# ---- block 1 ----
File: src/rtl/vga_sync_gen.sv
// VGA raster timing generator: pixel-rate enable, h/v counters, active-low syncs, video_on and line/frame strobes.
// Latency: all outputs registered; syncs, video_on and strobes are cycle-aligned with the pixel_x/pixel_y they describe.
// Backpressure: none, free-running; downstream samples pixel_x/pixel_y/video_on only while pixel_tick=1.
module vga_sync_gen #(
    parameter int H_ACTIVE = 640,
    parameter int H_FP     = 16,
    parameter int H_SYNC   = 96,
    parameter int H_BP     = 48,
    parameter int V_ACTIVE = 480,
    parameter int V_FP     = 10,
    parameter int V_SYNC   = 2,
    parameter int V_BP     = 33,
    parameter int TICK_DIV = 2
) (
    input  logic       clock,
    input  logic       reset,
    output logic       pixel_tick,
    output logic [9:0] pixel_x,
    output logic [9:0] pixel_y,
    output logic       hsync,
    output logic       vsync,
    output logic       video_on,
    output logic       line_end,
    output logic       frame_end
);

    localparam int H_TOTAL = H_ACTIVE + H_FP + H_SYNC + H_BP;
    localparam int V_TOTAL = V_ACTIVE + V_FP + V_SYNC + V_BP;
    localparam int DIV_W   = (TICK_DIV > 1) ? $clog2(TICK_DIV) : 1;

    localparam logic [DIV_W-1:0] DIV_LAST = DIV_W'(TICK_DIV - 1);
    localparam logic [9:0] H_LAST   = 10'(H_TOTAL - 1);
    localparam logic [9:0] V_LAST   = 10'(V_TOTAL - 1);
    localparam logic [9:0] H_VIS    = 10'(H_ACTIVE);
    localparam logic [9:0] V_VIS    = 10'(V_ACTIVE);
    localparam logic [9:0] HS_FIRST = 10'(H_ACTIVE + H_FP);
    localparam logic [9:0] HS_LAST  = 10'(H_ACTIVE + H_FP + H_SYNC - 1);
    localparam logic [9:0] VS_FIRST = 10'(V_ACTIVE + V_FP);
    localparam logic [9:0] VS_LAST  = 10'(V_ACTIVE + V_FP + V_SYNC - 1);

    if (H_TOTAL > 1024 || V_TOTAL > 1024) begin : g_total_check
        $error("vga_sync_gen: H_TOTAL and V_TOTAL must not exceed 1024");
    end
    if (TICK_DIV < 1) begin : g_div_check
        $error("vga_sync_gen: TICK_DIV must be at least 1");
    end

    logic [DIV_W-1:0] divider;
    logic [DIV_W-1:0] div_next;
    logic             tick_next;
    logic [9:0]       x_next;
    logic [9:0]       y_next;

    always_comb begin
        div_next  = (divider == DIV_LAST) ? '0 : divider + DIV_W'(1);
        tick_next = (div_next == DIV_LAST);
        x_next    = pixel_x;
        y_next    = pixel_y;
        if (pixel_tick) begin
            if (pixel_x == H_LAST) begin
                x_next = '0;
                y_next = (pixel_y == V_LAST) ? '0 : pixel_y + 10'd1;
            end else begin
                x_next = pixel_x + 10'd1;
            end
        end
    end

    // Decoding the next-state counters keeps syncs and strobes aligned with the counter values they describe.
    always_ff @(posedge clock) begin
        if (reset) begin
            divider    <= '0;
            pixel_tick <= 1'b0;
            pixel_x    <= '0;
            pixel_y    <= '0;
            hsync      <= 1'b1;
            vsync      <= 1'b1;
            video_on   <= 1'b1;
            line_end   <= 1'b0;
            frame_end  <= 1'b0;
        end else begin
            divider    <= div_next;
            pixel_tick <= tick_next;
            pixel_x    <= x_next;
            pixel_y    <= y_next;
            hsync      <= !((x_next >= HS_FIRST) && (x_next <= HS_LAST));
            vsync      <= !((y_next >= VS_FIRST) && (y_next <= VS_LAST));
            video_on   <= (x_next < H_VIS) && (y_next < V_VIS);
            line_end   <= tick_next && (x_next == H_LAST);
            frame_end  <= tick_next && (x_next == H_LAST) && (y_next == V_LAST);
        end
    end

endmodule
File: config.mk
export PLATFORM = sky130hd
export DESIGN_NAME = vga_sync_gen
export DESIGN_NICKNAME = d
export VERILOG_FILES = /design/src/rtl/vga_sync_gen.sv
export SDC_FILE = /design/constraint.sdc
export NUM_CORES = 1
export LEC_CHECK = 0
export CAP_MARGIN = 30
export CORE_UTILIZATION = 47
export CTS_CLUSTER_DIAMETER = 150
export CTS_CLUSTER_SIZE = 14
export DETAILED_ROUTE_END_ITERATION = 10
export PLACE_DENSITY_LB_ADDON = 0.15
export SETUP_SLACK_MARGIN = 0.05
export SLEW_MARGIN = 20
export SYNTH_ARGS = -nofsm -noshare
export SYNTH_HDL_FRONTEND = slang
export SYNTH_SLANG_ARGS = --single-unit
File: constraint.sdc
create_clock -name clock -period 2.2 [get_ports clock]
set_input_delay 0.22 -clock clock [delete_from_list [all_inputs] [get_ports clock]]
set_output_delay 0.22 -clock clock [all_outputs]
set_load 0.03 [all_outputs]
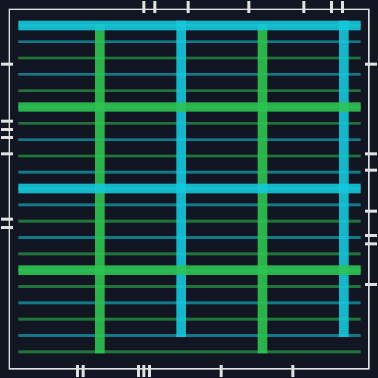
Figure 1: block 1, PDN straps and rails.
(6 px per um) Pins as bars on the die edge.
Key: green = VSS; cyan = VDD
28 signal pins sit on the boundary. 4 straps on met4. The core has 20 rows. 21 met1 rails follow the rows.

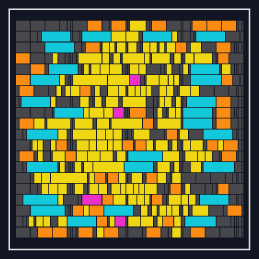
Figure 2: block 1, cell classes on the final placement.
(4 px per um) Fill, decap, tap and diode cells in grey.
Key: cyan = flops [cells 26]; yellow = all other logic [cells 159]; magenta = clock drivers and dummy loads [cells 4]; orange = other buffers and delay cells [cells 49]

==> impl_metrics.tcl <==
# place-and-route summary
set metrics [dict create \
    run_status "finished clean" \
    period_needed_ns 2.197 \
    cpLargestDelayFamily "simple AND/OR/NAND/NOR gates" \
    sequentialPowerShare 0.615 \
    fp_util 0.5040 \
    ios 28 \
    pg_comb_mw 0.0467 \
    ys_ff 26 \
    top_cells_by_count "26 x dfxtp_1, 24 x nor2_1, 20 x nand2_1" \
    syn_inst 199 \
    placed_area_um2 1996 \
    critPathMaxStageDelay_ns 0.44 \
    seq-power_mw 0.478 \
    gp_congestion 0.9053 \
    cts_made_buffers 3 \
    yosysTopAreaCell "dfxtp_1" \
    die_area_um2 3562 \
    synthArstFlopShare 0 \
    synth_warnings 0 \
    antenna_found_initial 0 \
    top_regs "pixel_x: 10 flops, pixel_y: 10 flops" \
    grt_max_degree 20 \
    die_h_um 59.69 \
    fa_ha_area_frac 0.02400 \
    synth-main-ff-cell "dfxtp_1" \
    finalMaxSlewViolations 0 \
    dp.cells 275 \
    path_max_fanout 6 \
    path_clk_slew_ns 0.14 \
    postCtsSetupRepairBufs 0 \
    cts_root_buffer "clkbuf_4" \
    finalSetupViolCount 0 \
    cp_data_required_time_ns 2.45 \
    busiest_layer "met2" \
    tightest_slew_ns 0.3973 \
    ys_cells 199 \
    leakage_nw 0.7712 \
    cpMaxStageDelayCell "or3_4" \
    crit_chain "or3_4 > nor4_4 > nand3_1 > xor2_1 > or3b_1 > nor4_2" \
    startpoint_type "flip-flop" \
    power_frac_comb 0.060 \
    critPathBufInv 0 \
]
==> layout by cell type (no fill, tap or decap), drive strengths merged, types with 3 or more instances in the layout <==
cell	netlist	final
clkdlybuf4s50	0	27
dfxtp	26	26
nor2	24	24
buf	3	22
nand2	20	20
nand3	12	12
a21oi	10	10
nand4	9	9
xor2	9	9
nor3	7	7
nor2b	6	6
o21ai	6	6
inv	4	4
xnor2	4	4
clkbuf	11	4
nor4	4	4
a31oi	3	3
o31ai	3	3
nor3b	3	3
and2	3	3
or3	3	3
ha	3	3
==> worst paths after layout <==
path / cells past startpoint / slack (ns) / end / startpoint
worst max-delay path: 6 / 0.003 / frame_end / pixel_x[5]
worst min-delay path: 2 / 0.46 / divider / reset
worst max register to register: 6 / 0.003 / frame_end / pixel_x[5]
worst min register to register: 2 / 0.54 / pixel_x[1] / pixel_x[1]
==> area by class of cell <==
class	instances	area [um2]	area share
Sequential cell	26	538.0	0.2515
Multi-Input combinational cell	155	1056	0.4936
Inverter	4	15.01	0.007018
Tap cell	44	55.05	0.02573
Timing Repair Buffer	49	439.2	0.2053
Clock buffer	4	36.28	0.01696

# ---- block 2 ----
Figure 3. PDN straps and rails (block 2).
(6 px per um) Pins as bars on the die edge.
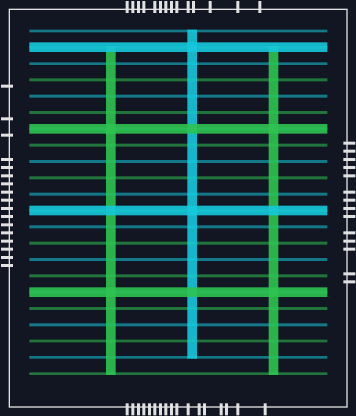
Figure 4. Cell classes on the final placement (block 2).
(4 px per um) Fill, decap, tap and diode cells in grey.
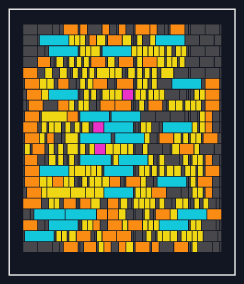
==> config.mk <==
export PLATFORM = sky130hd
export DESIGN_NAME = ttl_count_sequencer_flat
export DESIGN_NICKNAME = d
export VERILOG_FILES = /design/src/rtl/ttl_count_pkg.sv /design/src/rtl/ttl_count_sequencer_if.sv /design/src/rtl/ttl_count_sequencer.sv /design/src/flat_wrapper.sv
export SDC_FILE = /design/constraint.sdc
export NUM_CORES = 1
export LEC_CHECK = 0
export ABC_AREA = 1
export CORE_ASPECT_RATIO = 1.2
export CORE_MARGIN = 3
export CORE_UTILIZATION = 44
export DETAILED_ROUTE_END_ITERATION = 10
export GPL_ROUTABILITY_DRIVEN = 1
export PLACE_DENSITY = 0.95
export SLEW_MARGIN = 40
export SYNTH_ARGS = -nofsm -noshare
export SYNTH_HDL_FRONTEND = slang
export SYNTH_SLANG_ARGS = --single-unit
==> constraint.sdc <==
create_clock -name clock -period 1.9 [get_ports clock]
set_input_delay 0.38 -clock clock [delete_from_list [all_inputs] [get_ports clock]]
set_output_delay 0.38 -clock clock [all_outputs]
set_load 0.01 [all_outputs]
==> src/rtl/ttl_count_pkg.sv <==
// Shared definitions for the counter-chain sequencer: command op codes and
// the sequencer state encoding.
package ttl_count_pkg;

    localparam logic [1:0] OP_NOP  = 2'b00;
    localparam logic [1:0] OP_INC  = 2'b01;
    localparam logic [1:0] OP_LOAD = 2'b10;
    localparam logic [1:0] OP_SKIP = 2'b11;

    typedef enum logic [2:0] {
        CLEAR,
        IDLE,
        INC,
        SKIP1,
        SKIP2,
        LOAD,
        CHECK
    } state_t;

endpackage

==> src/rtl/ttl_count_sequencer_if.sv <==
// Command handshake between the CPU control unit (master) and the counter
// sequencer (slave).
interface ttl_count_sequencer_if #(
    parameter int W = 16
);
    logic         cmd_valid;
    logic [1:0]   cmd_op;
    logic [W-1:0] cmd_data;
    logic         cmd_ready;
    logic         busy;

    modport master (
        output cmd_valid,
        output cmd_op,
        output cmd_data,
        input  cmd_ready,
        input  busy
    );

    modport slave (
        input  cmd_valid,
        input  cmd_op,
        input  cmd_data,
        output cmd_ready,
        output busy
    );
endinterface

==> src/rtl/ttl_count_sequencer.sv <==
// Control sequencer for a cascade of 4-bit synchronous counter slices.
// The FSM state advances on acceptance; the slice pins are driven from a
// one-cycle-delayed copy of the state (pin_state), so every pin is a pure
// registered decode and the counter sees each operation one edge later.
module ttl_count_sequencer
    import ttl_count_pkg::*;
#(
    parameter  int NIBBLES = 4,
    localparam int W       = 4 * NIBBLES
) (
    input  logic            clock,
    input  logic            reset,
    ttl_count_sequencer_if.slave cmd,
    output logic            cnt_clr_n,
    output logic            cnt_load_n,
    output logic            cnt_enp,
    output logic            cnt_ent,
    output logic [W-1:0]    cnt_d,
    input  logic [W-1:0]    cnt_q,
    input  logic            cnt_rco,
    output logic            wrapped,
    output logic            load_err
);

    state_t       state;
    state_t       next_state;
    state_t       pin_state;
    logic [W-1:0] data_q;
    logic         ready;
    logic         accept;
    logic         counting;

    // Ready only once both the FSM and the pins have settled back in IDLE,
    // which guarantees the previous operation has fully reached the chain.
    assign ready         = (state == IDLE) && (pin_state == IDLE);
    assign accept        = cmd.cmd_valid && ready;
    assign counting      = (pin_state == INC) || (pin_state == SKIP1) || (pin_state == SKIP2);
    assign cmd.cmd_ready = ready;
    assign cmd.busy      = !ready;

    // State register plus the delayed pin-phase copy of the state.
    always_ff @(posedge clock) begin
        if (reset) begin
            state     <= CLEAR;
            pin_state <= CLEAR;
        end else begin
            state     <= next_state;
            pin_state <= state;
        end
    end

    // Next-state decode; commands are only looked at when accepted in IDLE.
    always_comb begin
        next_state = state;
        case (state)
            CLEAR: next_state = IDLE;
            IDLE: begin
                if (accept) begin
                    case (cmd.cmd_op)
                        OP_INC:  next_state = INC;
                        OP_LOAD: next_state = LOAD;
                        OP_SKIP: next_state = SKIP1;
                        default: next_state = IDLE;
                    endcase
                end
            end
            INC:     next_state = IDLE;
            SKIP1:   next_state = SKIP2;
            SKIP2:   next_state = IDLE;
            LOAD:    next_state = CHECK;
            CHECK:   next_state = IDLE;
            default: next_state = CLEAR;
        endcase
    end

    // Slice control pins decoded from the pin phase only.
    always_comb begin
        cnt_clr_n  = 1'b1;
        cnt_load_n = 1'b1;
        cnt_enp    = 1'b0;
        cnt_ent    = 1'b0;
        cnt_d      = data_q;
        case (pin_state)
            CLEAR: begin
                cnt_clr_n = 1'b0;
                cnt_d     = '0;
            end
            LOAD:  cnt_load_n = 1'b0;
            INC, SKIP1, SKIP2: begin
                cnt_enp = 1'b1;
                cnt_ent = 1'b1;
            end
            default: ;
        endcase
    end

    // Load value latch, sticky wrap flag and load read-back check.
    always_ff @(posedge clock) begin
        if (reset) begin
            data_q   <= '0;
            wrapped  <= 1'b0;
            load_err <= 1'b0;
        end else begin
            if (accept && (cmd.cmd_op == OP_LOAD)) begin
                data_q  <= cmd.cmd_data;
                wrapped <= 1'b0;
            end else if (counting && cnt_rco) begin
                wrapped <= 1'b1;
            end
            if ((pin_state == CHECK) && (cnt_q != data_q)) begin
                load_err <= 1'b1;
            end
        end
    end

endmodule

==> src/flat_wrapper.sv <==
// flat-port wrapper written by rule: the top's interface ports become plain ports
module ttl_count_sequencer_flat import ttl_count_pkg::*;
#(
    parameter  int NIBBLES = 4,
    localparam int W       = 4 * NIBBLES
)
  (clock, reset, cnt_clr_n, cnt_load_n, cnt_enp, cnt_ent, cnt_d, cnt_q, cnt_rco, wrapped, load_err, cmd_cmd_valid, cmd_cmd_op, cmd_cmd_data, cmd_cmd_ready, cmd_busy);
  ttl_count_sequencer_if #(.W((4 * NIBBLES))) cmd_i ();
  input  logic clock;
  input  logic reset;
  output logic cnt_clr_n;
  output logic cnt_load_n;
  output logic cnt_enp;
  output logic cnt_ent;
  output logic [W-1:0] cnt_d;
  input  logic [W-1:0] cnt_q;
  input  logic cnt_rco;
  output logic wrapped;
  output logic load_err;
  input wire logic [$bits(cmd_i.cmd_valid)-1:0] cmd_cmd_valid;
  input wire logic [$bits(cmd_i.cmd_op)-1:0] cmd_cmd_op;
  input wire logic [$bits(cmd_i.cmd_data)-1:0] cmd_cmd_data;
  output wire logic [$bits(cmd_i.cmd_ready)-1:0] cmd_cmd_ready;
  output wire logic [$bits(cmd_i.busy)-1:0] cmd_busy;
  assign cmd_i.cmd_valid = cmd_cmd_valid;
  assign cmd_i.cmd_op = cmd_cmd_op;
  assign cmd_i.cmd_data = cmd_cmd_data;
  assign cmd_cmd_ready = cmd_i.cmd_ready;
  assign cmd_busy = cmd_i.busy;
  ttl_count_sequencer #(.NIBBLES(NIBBLES)) u_core (.clock(clock), .reset(reset), .cmd(cmd_i), .cnt_clr_n(cnt_clr_n), .cnt_load_n(cnt_load_n), .cnt_enp(cnt_enp), .cnt_ent(cnt_ent), .cnt_d(cnt_d), .cnt_q(cnt_q), .cnt_rco(cnt_rco), .wrapped(wrapped), .load_err(load_err));
endmodule
==> impl_metrics.tcl <==
# place-and-route summary
set metrics [dict create \
    crit_type "reg -> out" \
    regArea_um2 485.5 \
    dp.cells 307 \
    cp-endpoint "cnt_d[3]" \
    worstSetupStartpoint "u_core.pin_state[0]" \
    place_ws_ns -0.02561 \
    die_area_um2 3702 \
    crit_arrival_ns 1.45 \
    n_all_buffers 72 \
    run_status "finished clean" \
    drt_first_iter_violations 36 \
    use_met2 0.3655 \
    yosysTopAreaCell "dfxtp_1" \
    fin_cells 318 \
    leakage_nw 0.9407 \
    final_layout_size_suffix_gt1_frac 0.1620 \
    p_int_mw 0.7171 \
]
Notes on Figure 3 above:
Key: green = VSS; cyan = VDD
22 met1 rails follow the rows. 62 signal pins sit on the boundary.

Notes on Figure 4 above:
Key: cyan = flops [cells 24]; orange = other buffers and delay cells [cells 72]; magenta = cells driving clock nets [cells 3]; yellow = all other logic [cells 185]

[critical path, cell delays in order (launching register included)]
cell and delay (ns):
dfxtp_2 0.37, inv_1 0.06, nand2_2 0.10, clkinvlp_4 0.14, buf_6 0.14, nor2_1 0.09, clkdlybuf4s15_1 0.24
[worst min path at each step]
stage / start / end / slack, ns / cells after the start
after CTS: u_core.load_err / u_core.load_err / 0.49 / 2
after global placement: u_core.load_err / u_core.load_err / 0.44 / 2
after floorplan: u_core.state[1] / u_core.pin_state[1] / 0.45 / 2
after global routing: u_core.state[2] / u_core.pin_state[2] / 0.51 / 2
final: u_core.load_err / u_core.load_err / 0.48 / 2
after detailed placement: u_core.load_err / u_core.load_err / 0.47 / 2
[timing repair]
| item | in CTS | in global routing |
|---|---|---|
| pin swaps | 1 | 2 |
| buffers inserted | 6 | 2 |
| setup endpoints to repair | 20 | 17 |
| hold buffers | 0 | 0 |
| resized | 40 | 27 |
[power by group through the flow]
stage | sequential (mW) | clock, mW | combinational, mW
final | 0.522 | 0.216 | 0.228
after global routing | 0.523 | 0.246 | 0.253
after CTS | 0.521 | 0.224 | 0.221
after detailed placement | 0.532 | 0 | 0.205
after global placement | 0.531 | 0 | 0.201
after floorplan | 0.531 | 0 | 0.0924


==> gallery <==
Routed clock nets over the placement.
shot_01.png
(8 px per um)
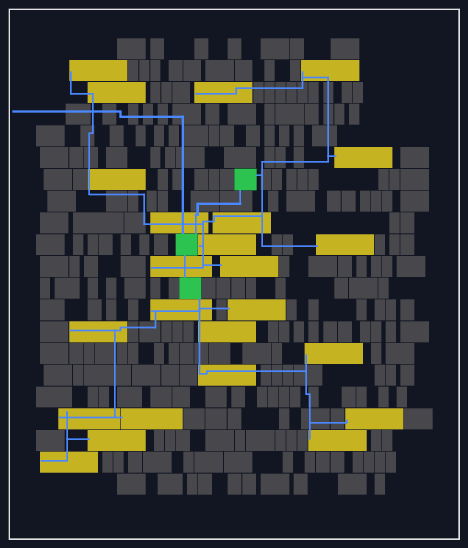
shot_02.png
(10 px per um)
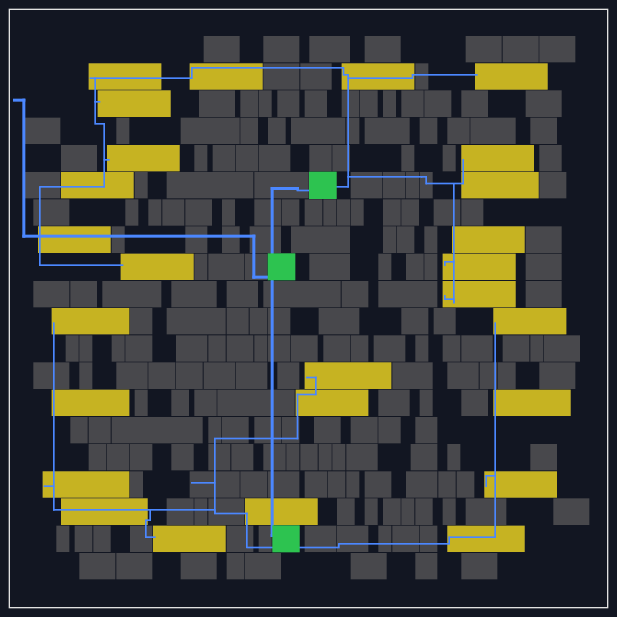
- shot_01.png = block 2
- shot_02.png = block 1

Key to shot_02.png:
Key: blue = clock wires [length 332 um]; green = cells driving clock nets [count 3]; yellow = flip-flops [count 26]
Position of the flops: widely spread.

